# ---- block 1 ----
Figure 1. Metal 2 (block 1).
The bar under the picture is 20 um long.
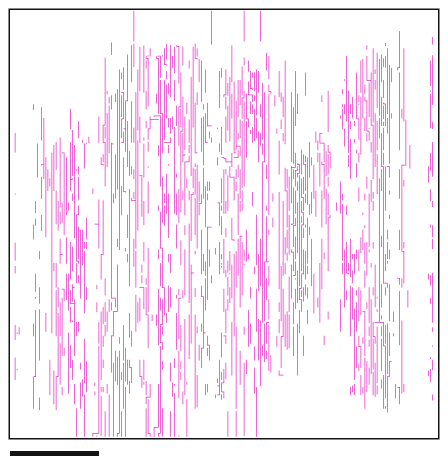
Figure 2. Sequential cells grouped by signal name (block 1).
Other sequential cells in the stronger gray, the rest of the logic in the fainter gray.
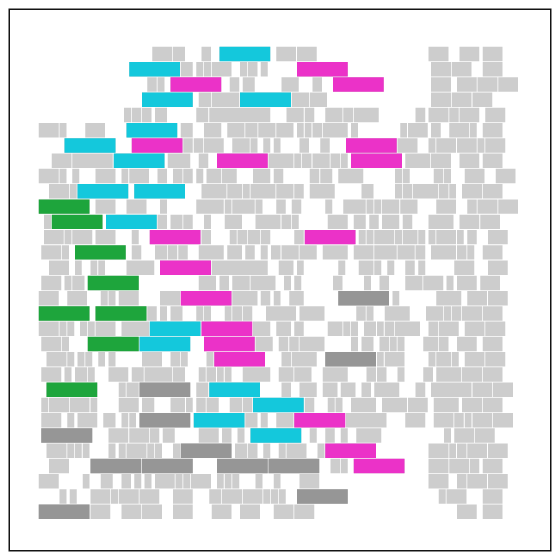
[config.mk]
export PLATFORM = sky130hd
export DESIGN_NAME = ha_array_accum_seq
export DESIGN_NICKNAME = d
export VERILOG_FILES = /design/src/rtl/ha_array_accum_seq.sv
export SDC_FILE = /design/constraint.sdc
export NUM_CORES = 1
export LEC_CHECK = 0
export CAP_MARGIN = 30
export CORE_MARGIN = 5
export CORE_UTILIZATION = 50
export CTS_CLUSTER_DIAMETER = 80
export DETAILED_ROUTE_END_ITERATION = 8
export PLACE_DENSITY = 0.83
export REMOVE_ABC_BUFFERS = 1
export SETUP_SLACK_MARGIN = 0.4
export SYNTH_ARGS = -nofsm -noshare
export SYNTH_HDL_FRONTEND = slang
export SYNTH_SLANG_ARGS = --single-unit
[constraint.sdc]
create_clock -name clk -period 9.3 [get_ports clk]
set_input_delay 2.325 -clock clk [delete_from_list [all_inputs] [get_ports clk]]
set_output_delay 2.325 -clock clk [all_outputs]
set_load 0.005 [all_outputs]
[src/rtl/ha_array_accum_seq.sv]
// Sequencer for the approximate 8x8 multiplier HA-array stage: latches operands, weights and sums four array rows, saturates.
// Optional compile-time feature HA_ACC_COMP_EN adds COMP_BIAS to the final sum before saturation.
module ha_array_accum_seq #(
    parameter int          ACC_W     = 17,
    parameter logic [15:0] COMP_BIAS = 16'd32
) (
    input  logic        clk,
    input  logic        rst,
    // Handshake: a transfer happens on a rising edge where valid and ready are both high;
    // the producer holds data stable while valid is high and ready is low.
    input  logic        in_valid,
    output logic        in_ready,
    input  logic [7:0]  in_x,
    input  logic [7:0]  in_y,
    output logic [7:0]  arr_x,
    output logic [7:0]  arr_y,
    input  logic [27:0] row_b,
    input  logic [35:0] row_t,
    output logic        out_valid,
    input  logic        out_ready,
    output logic [15:0] out_p,
    output logic        busy,
    output logic [1:0]  dbg_state
);

    typedef enum logic [1:0] {
        ST_IDLE = 2'd0,
        ST_ACC  = 2'd1,
        ST_DONE = 2'd2
    } state_t;

    state_t           r_state;
    state_t           w_state_nxt;
    logic [1:0]       r_row;
    logic [ACC_W-1:0] r_acc;
    logic [7:0]       r_arr_x;
    logic [7:0]       r_arr_y;
    logic [15:0]      r_out_p;

    logic [6:0]       w_b;
    logic [8:0]       w_t;
    logic [9:0]       w_row_base;
    logic [ACC_W-1:0] w_row_term;
    logic [ACC_W-1:0] w_acc_sum;
    logic [ACC_W-1:0] w_acc_final;
    logic [15:0]      w_sat;
    logic             w_zero_op;

    always_comb begin
        w_b = 7'd0;
        w_t = 9'd0;
        case (r_row)
            2'd0: begin w_b = row_b[6:0];   w_t = row_t[8:0];   end
            2'd1: begin w_b = row_b[13:7];  w_t = row_t[17:9];  end
            2'd2: begin w_b = row_b[20:14]; w_t = row_t[26:18]; end
            default: begin w_b = row_b[27:21]; w_t = row_t[35:27]; end
        endcase
    end

    // Row weight: t + 4*b, shifted left by two bits per row index.
    assign w_row_base = {1'b0, w_t} + {1'b0, w_b, 2'b00};
    assign w_row_term = ACC_W'(w_row_base) << {r_row, 1'b0};
    assign w_acc_sum  = r_acc + w_row_term;

`ifdef HA_ACC_COMP_EN
    assign w_acc_final = w_acc_sum + ACC_W'(COMP_BIAS);
`else
    assign w_acc_final = w_acc_sum;
`endif

    assign w_sat     = (w_acc_final > ACC_W'(16'hFFFF)) ? 16'hFFFF : w_acc_final[15:0];
    assign w_zero_op = (in_x == 8'd0) || (in_y == 8'd0);

    always_comb begin
        w_state_nxt = r_state;
        case (r_state)
            ST_IDLE: if (in_valid) w_state_nxt = w_zero_op ? ST_DONE : ST_ACC;
            ST_ACC:  if (r_row == 2'd3) w_state_nxt = ST_DONE;
            ST_DONE: if (out_ready) w_state_nxt = ST_IDLE;
            default: w_state_nxt = ST_IDLE;
        endcase
    end

    always_ff @(posedge clk or posedge rst) begin
        if (rst) begin
            r_state <= ST_IDLE;
            r_row   <= 2'd0;
            r_acc   <= '0;
            r_arr_x <= 8'd0;
            r_arr_y <= 8'd0;
            r_out_p <= 16'd0;
        end else begin
            r_state <= w_state_nxt;
            case (r_state)
                ST_IDLE: begin
                    if (in_valid) begin
                        r_arr_x <= in_x;
                        r_arr_y <= in_y;
                        r_acc   <= '0;
                        r_row   <= 2'd0;
                        if (w_zero_op) r_out_p <= 16'd0;
                    end
                end
                ST_ACC: begin
                    r_row <= r_row + 2'd1;
                    // The last row carries the optional bias and latches the saturated result.
                    if (r_row == 2'd3) begin
                        r_acc   <= w_acc_final;
                        r_out_p <= w_sat;
                    end else begin
                        r_acc <= w_acc_sum;
                    end
                end
                default: ;
            endcase
        end
    end

    assign in_ready  = (r_state == ST_IDLE);
    assign out_valid = (r_state == ST_DONE);
    assign busy      = (r_state != ST_IDLE);
    assign dbg_state = r_state;
    assign arr_x     = r_arr_x;
    assign arr_y     = r_arr_y;
    assign out_p     = r_out_p;

endmodule

==> run_results.csv <==
group,metric,value,unit
critical_path,cp-start-kind,"input port",
logic_synthesis,postSynthCellCount,444,
global_routing,grt_pass1_wl,16.96,mm
logic_synthesis,top_cells_by_count,"104 x nand2_1, 53 x dfrtp_1, 39 x a21oi_1",
finish,nNetsFinal,666,
critical_path,critPathKind,"input port to register",
finish,antennaDiodeCount,0,
final_timing,holdWs,0.4779,ns
pwr,power_frac_seq,0.164,
floorplan,dieWidth,96.24,um
logic_synthesis,synthMuxAreaShare,0.01952,
final_timing,rsz0062_at_grt,"false",
floorplan,pin_count,121,
finish,largest_reg_flops,17,
final_timing,worst_pin_slew,0.8292,ns
logic_synthesis,flop_cell,"dfrtp_1",
drt,drtPass1Iterations,5,
final_timing,fin_crit_sh,0.7300,
final_timing,fin_ws,2.511,ns
critical_path,path_buffers,1,
min_path,hold_class,"register to register",
pwr,power.total,2.484,mW
pwr,intPower,1.234,mW
finish,drive_above_1_share,0.06318,
pwr,power.switching,1.250,mW
final_timing,setup_viol,0,
placed_design,place_congestion,0.8806,
outcome,outcome,"completed",
pwr,peakVddDrop,0.0002698,V
logic_synthesis,topCellsByArea,"dfrtp_1 36%, nand2_1 10%, ha_1 9.1%, a21oi_1 5.2%, a222oi_1 4.3%",
clocking,cts_root_buffer,"clkbuf_8",
clocking,cts_tree,"yes",
floorplan,floorplan.core_util,0.5127,
drt,ant_nets,0,
finish,comb_area,2262,sq um
final_timing,hold_viol,0,
placed_design,place_area,4971,sq um
final_timing,final.setup.tns,0,ns
pwr,power_frac_comb,0.770,
final_timing,skew,0.009015,ns
logic_synthesis,top_cell,"nand2_1",
clocking,clk_latency,0.31,ns
critical_path,end_kind,"register",
min_path,hold_path_depth,2,
global_routing,grt_pass1_vias,3604,
clocking,cts_hold_buf,0,
final_timing,timing.fmax,0.1473,GHz
finish,nFillCells,593,
finish,stdcell_count,653,
finish,num-clock-buffers,7,
finish,num-multi-input-gates,363,
floorplan,die_y,96.24,um
global_routing,grt_max_degree,35,
drt,wl_per_cell,16.58,um
drt,wl_met1,4.672,mm
logic_synthesis,ys_sh_aoi,0.2355,
Notes on Figure 1 above:
The layer holds 47% of the routed length. The longest straight run is 40.5 um. The wires run mostly vertical. 566 nets have wire on it.
GR Layer Usage met2: 0.4071
Vias: 3,711
final WL: 10.83 mm

Notes on Figure 2 above:
Green stands for arr_x, placed flops 8, where west. Cyan stands for out_p, placed flops 16. Magenta stands for r_acc, placed flops 17.
Another 12 sequential cells are not colored.
Util after Layout: 0.7014
Flop area: 1326 sq um
sequential cell power: 0.407 mW
Seq area share: 0.2607


# ---- block 2 ----
==> src/rtl/pipe_ctrl_pkg.sv <==
// Shared definitions for the pipeline sequencing controller and the datapath
// that consumes its per-stage control bundle.
package pipe_ctrl_pkg;

    // Run/halt lifecycle states of the sequencer.
    typedef enum logic [2:0] {
        IDLE     = 3'd0,
        RUN      = 3'd1,
        MEM_WAIT = 3'd2,
        DRAIN    = 3'd3,
        HALTED   = 3'd4
    } seq_state_t;

    // Per-stage write-enable / flush / bubble controls, one bit per field.
    typedef struct packed {
        logic pc_we;
        logic if_id_we;
        logic if_id_flush;
        logic id_ex_we;
        logic id_ex_bubble;
        logic ex_mem_we;
        logic mem_wb_bubble;
    } stage_ctrl_t;

    // Pipeline held empty (IDLE / HALTED).
    localparam stage_ctrl_t CTRL_EMPTY  = '{pc_we: 1'b0, if_id_we: 1'b0, if_id_flush: 1'b1,
                                           id_ex_we: 1'b0, id_ex_bubble: 1'b1, ex_mem_we: 1'b0,
                                           mem_wb_bubble: 1'b1};
    // Normal flow: every register advances.
    localparam stage_ctrl_t CTRL_FLOW   = '{pc_we: 1'b1, if_id_we: 1'b1, if_id_flush: 1'b0,
                                           id_ex_we: 1'b1, id_ex_bubble: 1'b0, ex_mem_we: 1'b1,
                                           mem_wb_bubble: 1'b0};
    // Memory wait: everything frozen, a NOP is fed into WB.
    localparam stage_ctrl_t CTRL_FROZEN = '{pc_we: 1'b0, if_id_we: 1'b0, if_id_flush: 1'b0,
                                           id_ex_we: 1'b0, id_ex_bubble: 1'b0, ex_mem_we: 1'b0,
                                           mem_wb_bubble: 1'b1};
    // Halt / drain: PC frozen, front end squashed, back end keeps retiring.
    localparam stage_ctrl_t CTRL_DRAIN  = '{pc_we: 1'b0, if_id_we: 1'b1, if_id_flush: 1'b1,
                                           id_ex_we: 1'b1, id_ex_bubble: 1'b1, ex_mem_we: 1'b1,
                                           mem_wb_bubble: 1'b0};
    // Taken branch: redirect PC, squash IF/ID and ID/EX.
    localparam stage_ctrl_t CTRL_BRANCH = '{pc_we: 1'b1, if_id_we: 1'b1, if_id_flush: 1'b1,
                                           id_ex_we: 1'b1, id_ex_bubble: 1'b1, ex_mem_we: 1'b1,
                                           mem_wb_bubble: 1'b0};
    // Load-use: hold PC and IF/ID, insert a bubble into ID/EX.
    localparam stage_ctrl_t CTRL_STALL  = '{pc_we: 1'b0, if_id_we: 1'b0, if_id_flush: 1'b0,
                                           id_ex_we: 1'b1, id_ex_bubble: 1'b1, ex_mem_we: 1'b1,
                                           mem_wb_bubble: 1'b0};

endpackage

==> src/rtl/pipeline_seq_ctrl_sat_counter.sv <==
// Saturating up-counter with synchronous clear (clear beats increment).
module sat_counter #(
    parameter int W = 16
) (
    input  logic         clk,
    input  logic         rst,
    input  logic         clr,
    input  logic         inc,
    output logic [W-1:0] count
);

    // Count up on inc, stick at all-ones, clear on demand.
    always_ff @(posedge clk or posedge rst) begin
        if (rst) begin
            count <= '0;
        end else if (clr) begin
            count <= '0;
        end else if (inc && (count != {W{1'b1}})) begin
            count <= count + W'(1);
        end
    end

endmodule

==> src/rtl/pipeline_seq_ctrl.sv <==
// Pipeline sequencing controller: merges memory waits, halt, branch redirects
// and load-use stalls into per-stage controls, owns run/halt, counts events.
//
// Data-memory handshake: dmem_req marks an access in MEM this cycle and
// dmem_ready marks its completion in the same cycle; a cycle with dmem_req
// high and dmem_ready low is a wait cycle and freezes the whole pipeline.
module pipeline_seq_ctrl
    import pipe_ctrl_pkg::*;
#(
    parameter int DRAIN_CYCLES = 3,
    parameter int CNT_W        = 16
) (
    input  logic             clk,
    input  logic             reset,
    input  logic             start,
    input  logic             load_use_stall,
    input  logic             branch_taken,
    input  logic             dmem_req,
    input  logic             dmem_ready,
    input  logic             halt_req,
    output logic             pc_we,
    output logic             if_id_we,
    output logic             if_id_flush,
    output logic             id_ex_we,
    output logic             id_ex_bubble,
    output logic             ex_mem_we,
    output logic             mem_wb_bubble,
    output logic             busy,
    output logic             done,
    output logic [CNT_W-1:0] stall_cnt,
    output logic [CNT_W-1:0] flush_cnt,
    output logic [CNT_W-1:0] memwait_cnt,
    output seq_state_t       state_dbg
);

    localparam int DW = (DRAIN_CYCLES > 1) ? $clog2(DRAIN_CYCLES) : 1;
    localparam logic [DW-1:0] DRAIN_LOAD = DW'(DRAIN_CYCLES - 1);

    seq_state_t    state, state_n;
    logic [DW-1:0] drain_cnt, drain_n;
    logic          halt_pend, pend_n;
    stage_ctrl_t   ctrl;
    logic          mem_wait;
    logic          rr_halt, rr_branch, rr_stall;
    stage_ctrl_t   rr_ctrl;
    logic          clr_cnt, inc_stall, inc_flush, inc_wait;

    assign mem_wait = dmem_req && !dmem_ready;

    // Priority decode of the non-wait RUN rules (halt > branch > load-use).
    always_comb begin
        rr_halt   = halt_req || halt_pend;
        rr_branch = !rr_halt && branch_taken;
        rr_stall  = !rr_halt && !branch_taken && load_use_stall;
        rr_ctrl   = CTRL_FLOW;
        if (rr_halt) begin
            rr_ctrl = CTRL_DRAIN;
        end else if (rr_branch) begin
            rr_ctrl = CTRL_BRANCH;
        end else if (rr_stall) begin
            rr_ctrl = CTRL_STALL;
        end
    end

    // Next-state, Mealy control outputs and counter strobes.
    always_comb begin
        state_n   = state;
        drain_n   = drain_cnt;
        pend_n    = halt_pend;
        ctrl      = CTRL_EMPTY;
        clr_cnt   = 1'b0;
        inc_stall = 1'b0;
        inc_flush = 1'b0;
        inc_wait  = 1'b0;
        case (state)
            IDLE, HALTED: begin
                if (start) begin
                    state_n = RUN;
                    clr_cnt = 1'b1;
                end
            end
            RUN, MEM_WAIT: begin
                // In MEM_WAIT only ready matters; the request is already known.
                if ((state == RUN) ? mem_wait : !dmem_ready) begin
                    ctrl     = CTRL_FROZEN;
                    state_n  = MEM_WAIT;
                    inc_wait = 1'b1;
                    // A halt arriving while frozen must not be lost.
                    if (halt_req) begin
                        pend_n = 1'b1;
                    end
                end else begin
                    ctrl      = rr_ctrl;
                    inc_flush = rr_branch;
                    inc_stall = rr_stall;
                    if (rr_halt) begin
                        state_n = DRAIN;
                        drain_n = DRAIN_LOAD;
                        pend_n  = 1'b0;
                    end else begin
                        state_n = RUN;
                    end
                end
            end
            DRAIN: begin
                if (mem_wait) begin
                    ctrl     = CTRL_FROZEN;
                    inc_wait = 1'b1;
                end else begin
                    ctrl = CTRL_DRAIN;
                    if (drain_cnt == '0) begin
                        state_n = HALTED;
                    end else begin
                        drain_n = drain_cnt - DW'(1);
                    end
                end
            end
            default: begin
                state_n = IDLE;
            end
        endcase
    end

    // State, drain counter and pending-halt registers.
    always_ff @(posedge clk or posedge reset) begin
        if (reset) begin
            state     <= IDLE;
            drain_cnt <= '0;
            halt_pend <= 1'b0;
        end else begin
            state     <= state_n;
            drain_cnt <= drain_n;
            halt_pend <= pend_n;
        end
    end

    assign pc_we         = ctrl.pc_we;
    assign if_id_we      = ctrl.if_id_we;
    assign if_id_flush   = ctrl.if_id_flush;
    assign id_ex_we      = ctrl.id_ex_we;
    assign id_ex_bubble  = ctrl.id_ex_bubble;
    assign ex_mem_we     = ctrl.ex_mem_we;
    assign mem_wb_bubble = ctrl.mem_wb_bubble;
    assign busy          = (state == RUN) || (state == MEM_WAIT) || (state == DRAIN);
    assign done          = (state == HALTED);
    assign state_dbg     = state;

    sat_counter #(.W(CNT_W)) u_stall_cnt (
        .clk   (clk),
        .rst   (reset),
        .clr   (clr_cnt),
        .inc   (inc_stall),
        .count (stall_cnt)
    );

    sat_counter #(.W(CNT_W)) u_flush_cnt (
        .clk   (clk),
        .rst   (reset),
        .clr   (clr_cnt),
        .inc   (inc_flush),
        .count (flush_cnt)
    );

    sat_counter #(.W(CNT_W)) u_memwait_cnt (
        .clk   (clk),
        .rst   (reset),
        .clr   (clr_cnt),
        .inc   (inc_wait),
        .count (memwait_cnt)
    );

endmodule

==> config.mk <==
export PLATFORM = sky130hd
export DESIGN_NAME = pipeline_seq_ctrl
export DESIGN_NICKNAME = d
export VERILOG_FILES = /design/src/rtl/pipe_ctrl_pkg.sv /design/src/rtl/pipeline_seq_ctrl_sat_counter.sv /design/src/rtl/pipeline_seq_ctrl.sv
export SDC_FILE = /design/constraint.sdc
export NUM_CORES = 1
export LEC_CHECK = 0
export ABC_AREA = 1
export CELL_PAD_IN_SITES_DETAIL_PLACEMENT = 0
export CELL_PAD_IN_SITES_GLOBAL_PLACEMENT = 2
export CORE_ASPECT_RATIO = 0.7
export CORE_MARGIN = 4
export CORE_UTILIZATION = 39
export DETAILED_ROUTE_END_ITERATION = 8
export DONT_BUFFER_PORTS = 1
export PLACE_DENSITY_LB_ADDON = 0.1
export SLEW_MARGIN = 20
export SYNTH_ARGS = -nofsm -noshare
export SYNTH_HDL_FRONTEND = slang
export SYNTH_SLANG_ARGS = --single-unit
==> constraint.sdc <==
create_clock -name clk -period 4.9 [get_ports clk]
set_input_delay 1.225 -clock clk [delete_from_list [all_inputs] [get_ports clk]]
set_output_delay 1.225 -clock clk [all_outputs]
set_load 0.01 [all_outputs]
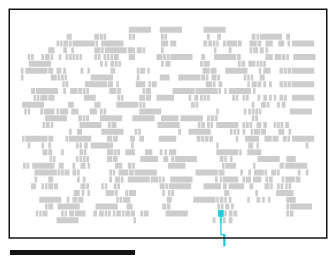
Figure 3: block 2, wires at chosen ports, followed through buffers.
The bar under the picture is 50 um long.
Cyan stands for halt_req, bits 1, direction input, end cells 1, buffers 0, wire 10.7 um.
IO Pins: 68
count of buffers from port buffering: 0

==> run_results.csv <==
group,metric,value,unit
pwr,power_frac_comb,0.356,
finish,num-nonclk-inverters,43,
logic_synthesis,synthMuxAreaShare,0,
placed_design,dp_hpwl,6.746,mm
run,max_cap_viol_count,0,
final_timing,slew_headroom,0.3093,
min_path,hold_class,"register to register",
floorplan,core_area,9325,sq um
pwr,leakage,1.926,nW
placed_design,place_congestion,0.8568,
final_timing,slew_violations,0,
finish,buf_share,0.001870,
finish,clk_share,0.03678,
drt,finalWirelength,9.333,mm
finish,nFlopsAndLatches,54,
finish,nFillCells,943,
floorplan,dieWidth,126.4,um
global_routing,grt_pass1_wl,15.88,mm
floorplan,num_rows,29,
global_routing,grt_pass1_vias,2930,
logic_synthesis,simple_gate_area_frac,0.4717,
logic_synthesis,postSynth.asyncResetShare,1.000,
logic_synthesis,yosys.stat.chipArea,3830,sq um
critical_path,r2r_slack,2.84,ns
finish,top_regs,"u_flush_cnt.count (16), u_memwait_cnt.count (16), u_stall_cnt.count (16)",
critical_path,path_buffers,2,
critical_path,cp_slowest_cell,"nand2_1",
pwr,peakVddDrop,0.0001281,V
finish,lay_top_count,"nand2_1",
logic_synthesis,postSynthCellCount,511,
critical_path,r2r.worst_path.cells,6,
global_routing,track_usage,0.1668,
global_routing,grt.busiest_layer,"met1",
critical_path,cp.arrival,2.23,ns
global_routing,overflow,0,
clocking,cts_tree,"yes",
pwr,power-top-group,"registers",
clocking,clkSlewWorstSetupHoldPaths,0.07,ns
pwr,p_clk_frac,0.246,
outcome,outcome,"completed",
final_timing,holdWs,0.5505,ns
logic_synthesis,synth.logic.top_family,"simple AND/OR/NAND/NOR gates",
logic_synthesis,top_cell,"nand2_1",
critical_path,r2r_start,"state_dbg[0]",
global_routing,use_met1,0.2475,
logic_synthesis,syn_area,3830,sq um
drt,wl_met1,4.818,mm
logic_synthesis,yosys-stat-cells,511,
floorplan,die_y,90.91,um
drt,wl_met3,588,um
logic_synthesis,synth-edff-count,0,
logic_synthesis,ys_seq_share,0.3528,
finish,antennaDiodeCount,0,
min_path,hold_path_depth,2,
floorplan,dieArea,11500,sq um
drt,wl_per_cell,14.79,um
critical_path,critPathKind,"input port to output pin",
logic_synthesis,synth_cell_types,32,
finish,design_area,4014,sq um
clocking,cts_buffers,5,
drt,drcViolationCount,0,
final_timing,layout_min_cycle_time,3.450,ns
pwr,power_frac_seq,0.397,
drt,topRoutingLayerUsed,"met4",
final_timing,fin_ws,1.450,ns
logic_synthesis,ys_sh_aoi,0.04378,
finish,utilization,0.4304,
finish,seq_share,0.3367,
final_timing,fin_crit_sh,0.7041,

# ---- block 3 ----
<file path="src/rtl/shift_add_mult_ctrl_if.sv">
// Start/done handshake and multiplier-shift-register strobes for the shift-add multiplier.
// start is a level request, looked at only while idle; done is a one-cycle pulse, and product holds until the next accepted start.
interface shift_add_mult_ctrl_if #(
  parameter int WIDTH = 32
);
  logic                 start;
  logic [WIDTH-1:0]     multiplicand;
  logic                 lsb;
  logic                 load;
  logic                 shift;
  logic                 busy;
  logic                 done;
  logic [2*WIDTH-1:0]   product;

  modport master (
    output start, multiplicand, lsb,
    input  load, shift, busy, done, product
  );

  modport slave (
    input  start, multiplicand, lsb,
    output load, shift, busy, done, product
  );
endinterface

</file>
<file path="src/rtl/shift_add_mult_ctrl.sv">
// Sequencer and accumulator for an iterative shift-add multiplier: it loads the external
// multiplier register, then does WIDTH shift/accumulate steps and pulses done.
module shift_add_mult_ctrl #(
  parameter int WIDTH = 32,
  parameter int CNT_W = 6
) (
  input  logic                 clk,
  input  logic                 reset,
  shift_add_mult_ctrl_if.slave bus,
  output logic [1:0]           state_o
);

  typedef enum logic [1:0] {
    IDLE = 2'd0,
    LOAD = 2'd1,
    RUN  = 2'd2,
    DONE = 2'd3
  } state_t;

  localparam logic [CNT_W-1:0] LAST_CNT = CNT_W'(WIDTH - 1);

  state_t               state_q, state_d;
  logic [2*WIDTH-1:0]   mcand_q, mcand_d;
  logic [2*WIDTH-1:0]   product_q, product_d;
  logic [CNT_W-1:0]     cnt_q, cnt_d;

  always_ff @(posedge clk or posedge reset) begin
    if (reset) begin
      state_q   <= IDLE;
      mcand_q   <= '0;
      product_q <= '0;
      cnt_q     <= '0;
    end else begin
      state_q   <= state_d;
      mcand_q   <= mcand_d;
      product_q <= product_d;
      cnt_q     <= cnt_d;
    end
  end

  always_comb begin
    state_d   = state_q;
    mcand_d   = mcand_q;
    product_d = product_q;
    cnt_d     = cnt_q;
    case (state_q)
      IDLE: begin
        if (bus.start) begin
          mcand_d   = {{WIDTH{1'b0}}, bus.multiplicand};
          product_d = '0;
          cnt_d     = '0;
          state_d   = LOAD;
        end
      end
      LOAD: state_d = RUN;
      RUN: begin
        // The multiplicand is pre-shifted each step, so the running sum is a plain add.
        if (bus.lsb) product_d = product_q + mcand_q;
        mcand_d = mcand_q << 1;
        cnt_d   = cnt_q + CNT_W'(1);
        if (cnt_q == LAST_CNT) state_d = DONE;
      end
      DONE: state_d = IDLE;
      default: state_d = IDLE;
    endcase
  end

  assign bus.load    = (state_q == LOAD);
  assign bus.shift   = (state_q == RUN);
  assign bus.busy    = (state_q == LOAD) || (state_q == RUN);
  assign bus.done    = (state_q == DONE);
  assign bus.product = product_q;
  assign state_o     = state_q;

endmodule

</file>
<file path="src/flat_wrapper.sv">
// flat-port wrapper written by rule: the top's interface ports become plain ports
module shift_add_mult_ctrl_flat 
#(
  parameter int WIDTH = 32,
  parameter int CNT_W = 6
)
  (clk, reset, state_o, bus_start, bus_multiplicand, bus_lsb, bus_load, bus_shift, bus_busy, bus_done, bus_product);
  shift_add_mult_ctrl_if #(.WIDTH(WIDTH)) bus_i ();
  input  logic clk;
  input  logic reset;
  output logic [1:0] state_o;
  input wire logic [$bits(bus_i.start)-1:0] bus_start;
  input wire logic [$bits(bus_i.multiplicand)-1:0] bus_multiplicand;
  input wire logic [$bits(bus_i.lsb)-1:0] bus_lsb;
  output wire logic [$bits(bus_i.load)-1:0] bus_load;
  output wire logic [$bits(bus_i.shift)-1:0] bus_shift;
  output wire logic [$bits(bus_i.busy)-1:0] bus_busy;
  output wire logic [$bits(bus_i.done)-1:0] bus_done;
  output wire logic [$bits(bus_i.product)-1:0] bus_product;
  assign bus_i.start = bus_start;
  assign bus_i.multiplicand = bus_multiplicand;
  assign bus_i.lsb = bus_lsb;
  assign bus_load = bus_i.load;
  assign bus_shift = bus_i.shift;
  assign bus_busy = bus_i.busy;
  assign bus_done = bus_i.done;
  assign bus_product = bus_i.product;
  shift_add_mult_ctrl #(.WIDTH(WIDTH), .CNT_W(CNT_W)) u_core (.clk(clk), .reset(reset), .bus(bus_i), .state_o(state_o));
endmodule
</file>
<file path="config.mk">
export PLATFORM = sky130hd
export DESIGN_NAME = shift_add_mult_ctrl_flat
export DESIGN_NICKNAME = d
export VERILOG_FILES = /design/src/rtl/shift_add_mult_ctrl_if.sv /design/src/rtl/shift_add_mult_ctrl.sv /design/src/flat_wrapper.sv
export SDC_FILE = /design/constraint.sdc
export NUM_CORES = 1
export LEC_CHECK = 0
export CAP_MARGIN = 20
export CELL_PAD_IN_SITES_DETAIL_PLACEMENT = 0
export CELL_PAD_IN_SITES_GLOBAL_PLACEMENT = 2
export CORE_MARGIN = 4
export CORE_UTILIZATION = 38
export CTS_CLUSTER_DIAMETER = 50
export DETAILED_ROUTE_END_ITERATION = 10
export PLACE_DENSITY = 0.9
export SETUP_SLACK_MARGIN = 0.05
export SKIP_CTS_REPAIR_TIMING = 1
export SKIP_LAST_GASP = 1
export SYNTH_ARGS = -nofsm -noshare
export SYNTH_HDL_FRONTEND = slang
export SYNTH_SLANG_ARGS = --single-unit
</file>
<file path="constraint.sdc">
create_clock -name clk -period 9.8 [get_ports clk]
set_input_delay 0.98 -clock clk [delete_from_list [all_inputs] [get_ports clk]]
set_output_delay 0.98 -clock clk [all_outputs]
set_load 0.005 [all_outputs]
</file>
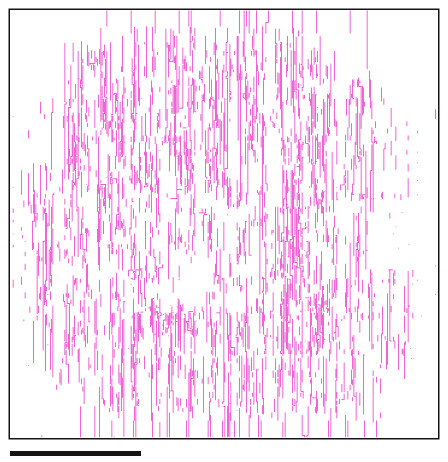
Figure 4: block 3, metal 2.
The bar under the picture is 50 um long.
The layer carries 10,700 um of wire. 989 nets have wire on it. The longest straight run is 52.0 um. The layer holds 43% of the routed length. The wires run mostly vertical.

==> run_results.csv <==
group,metric,value,unit
pwr,power.switching,1.188,mW
clocking,clockBufferDepth,2,
pwr,powerClk,0.691,mW
clocking,cts.sinks,136,
critical_path,max_stage_delay,0.58,ns
critical_path,cp.arrival,4.11,ns
logic_synthesis,yosys.stat.chipArea,9186,sq um
pwr,p_seq,0.807,mW
final_timing,timing.fmax,0.2671,GHz
logic_synthesis,ys_seq_share,0.3705,
logic_synthesis,synth_cell_types,76,
drt,drt_iter0_markers,496,
pwr,power_frac_seq,0.286,
finish,buf_share,0.09944,
logic_synthesis,postSynthCellCount,1043,
logic_synthesis,top_area_cell,"dfrtp_1",
finish,comb_area_frac,0.4947,
clocking,cts_tree,"yes",
global_routing,grt_pass1_vias,7809,
min_path,hold_class,"register to register",
outcome,outcome,"completed",
finish,biggestCellCategory,"combinational gates",
final_timing,rsz0062_at_grt,"false",
finish,stdcell_count,1445,
finish,antennaDiodeCount,0,
drt,drcViolationCount,0,
final_timing,fin_crit_sh,0.3820,
clocking,cts_buffers,17,
critical_path,critPathKind,"register to register",
clocking,cts_htree_levels,4,
finish,buffers_excl_clock,112,
logic_synthesis,synth_top_area_share,0.3705,
logic_synthesis,topCellsByArea,"dfrtp_1 37%, ha_1 9.3%, nand2_1 6.6%, o21ai_0 4.5%, mux2i_1 4.0%",
floorplan,die_y,163.5,um
pwr,powerDensity,254.2,nW/um^2
finish,lay_top_cells,"161 x nand2_1, 136 x dfrtp_1, 105 x clkdlybuf4s50_1, 83 x o21ai_0, 73 x a21oi_1",
floorplan,core_area,23610,sq um
global_routing,grtUsageMet3,0.03331,
min_path,hold_path_depth,1,
finish,comb_area,5490,sq um
critical_path,cp_num_cells,13,
logic_synthesis,ys_warn_count,0,
finish,seq_share,0.3067,
min_path,hp-start,"u_core.cnt_q[4]",
global_routing,overflow,0,
drt,wl_met1,12.57,mm
finish,utilization,0.4700,
logic_synthesis,yosys-stat-cells,1043,
logic_synthesis,synth-edff-count,0,
critical_path,path_buffers,1,
critical_path,crit_family,"AND-OR/OR-AND gates",
drt,drtPass1Iterations,4,
critical_path,worst-path-max-fanout,4,
final_timing,fin_ws,6.056,ns
critical_path,crit_chain,"ha_1, inv_1, fa_1, nor2b_1, o31a_1, o31a_1, o31ai_2, a21oi_4, a41oi_2, o31ai_2, a21boi_1, or4_1, nand3_1",
logic_synthesis,top_cell,"nand2_1",
finish,design_area,11100,sq um
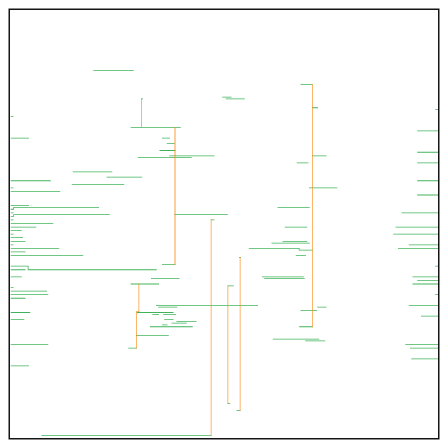
Figure 5: block 3, routed metal, one color a layer.
Two of the layers only.
Green stands for metal 3, wire length 1,070 um. Orange stands for metal 4, wire length 367 um.
final WL: 24.74 mm
drt wl/cell: 17.12 um
Vias: 7,925
GRT Util Overall: 0.1890



==> gallery <==
Cell outlines without signal wires.
panel A
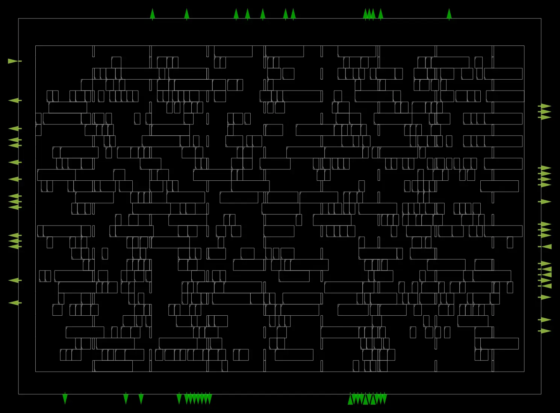
panel B
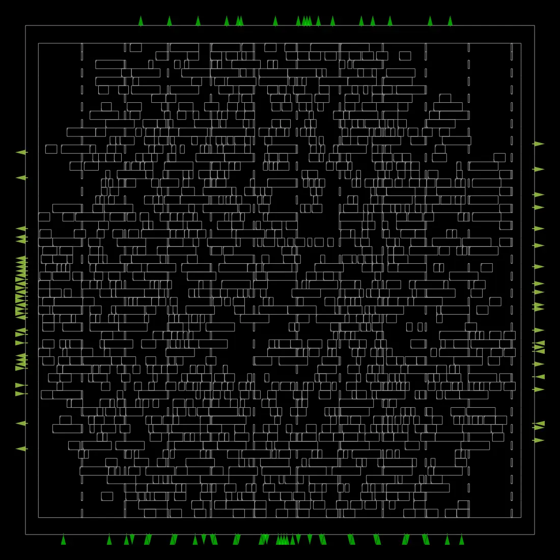
panel C
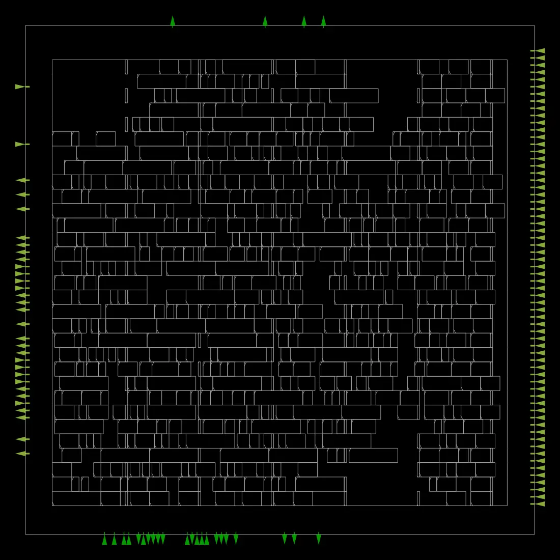
Of these, most sequential cells: panel B
Of these, most cells: panel B
Panel A comes from block 2.
Panel B comes from block 3.
Panel C comes from block 1.

No activity file was given, so power comes from the tool's default toggle rates.
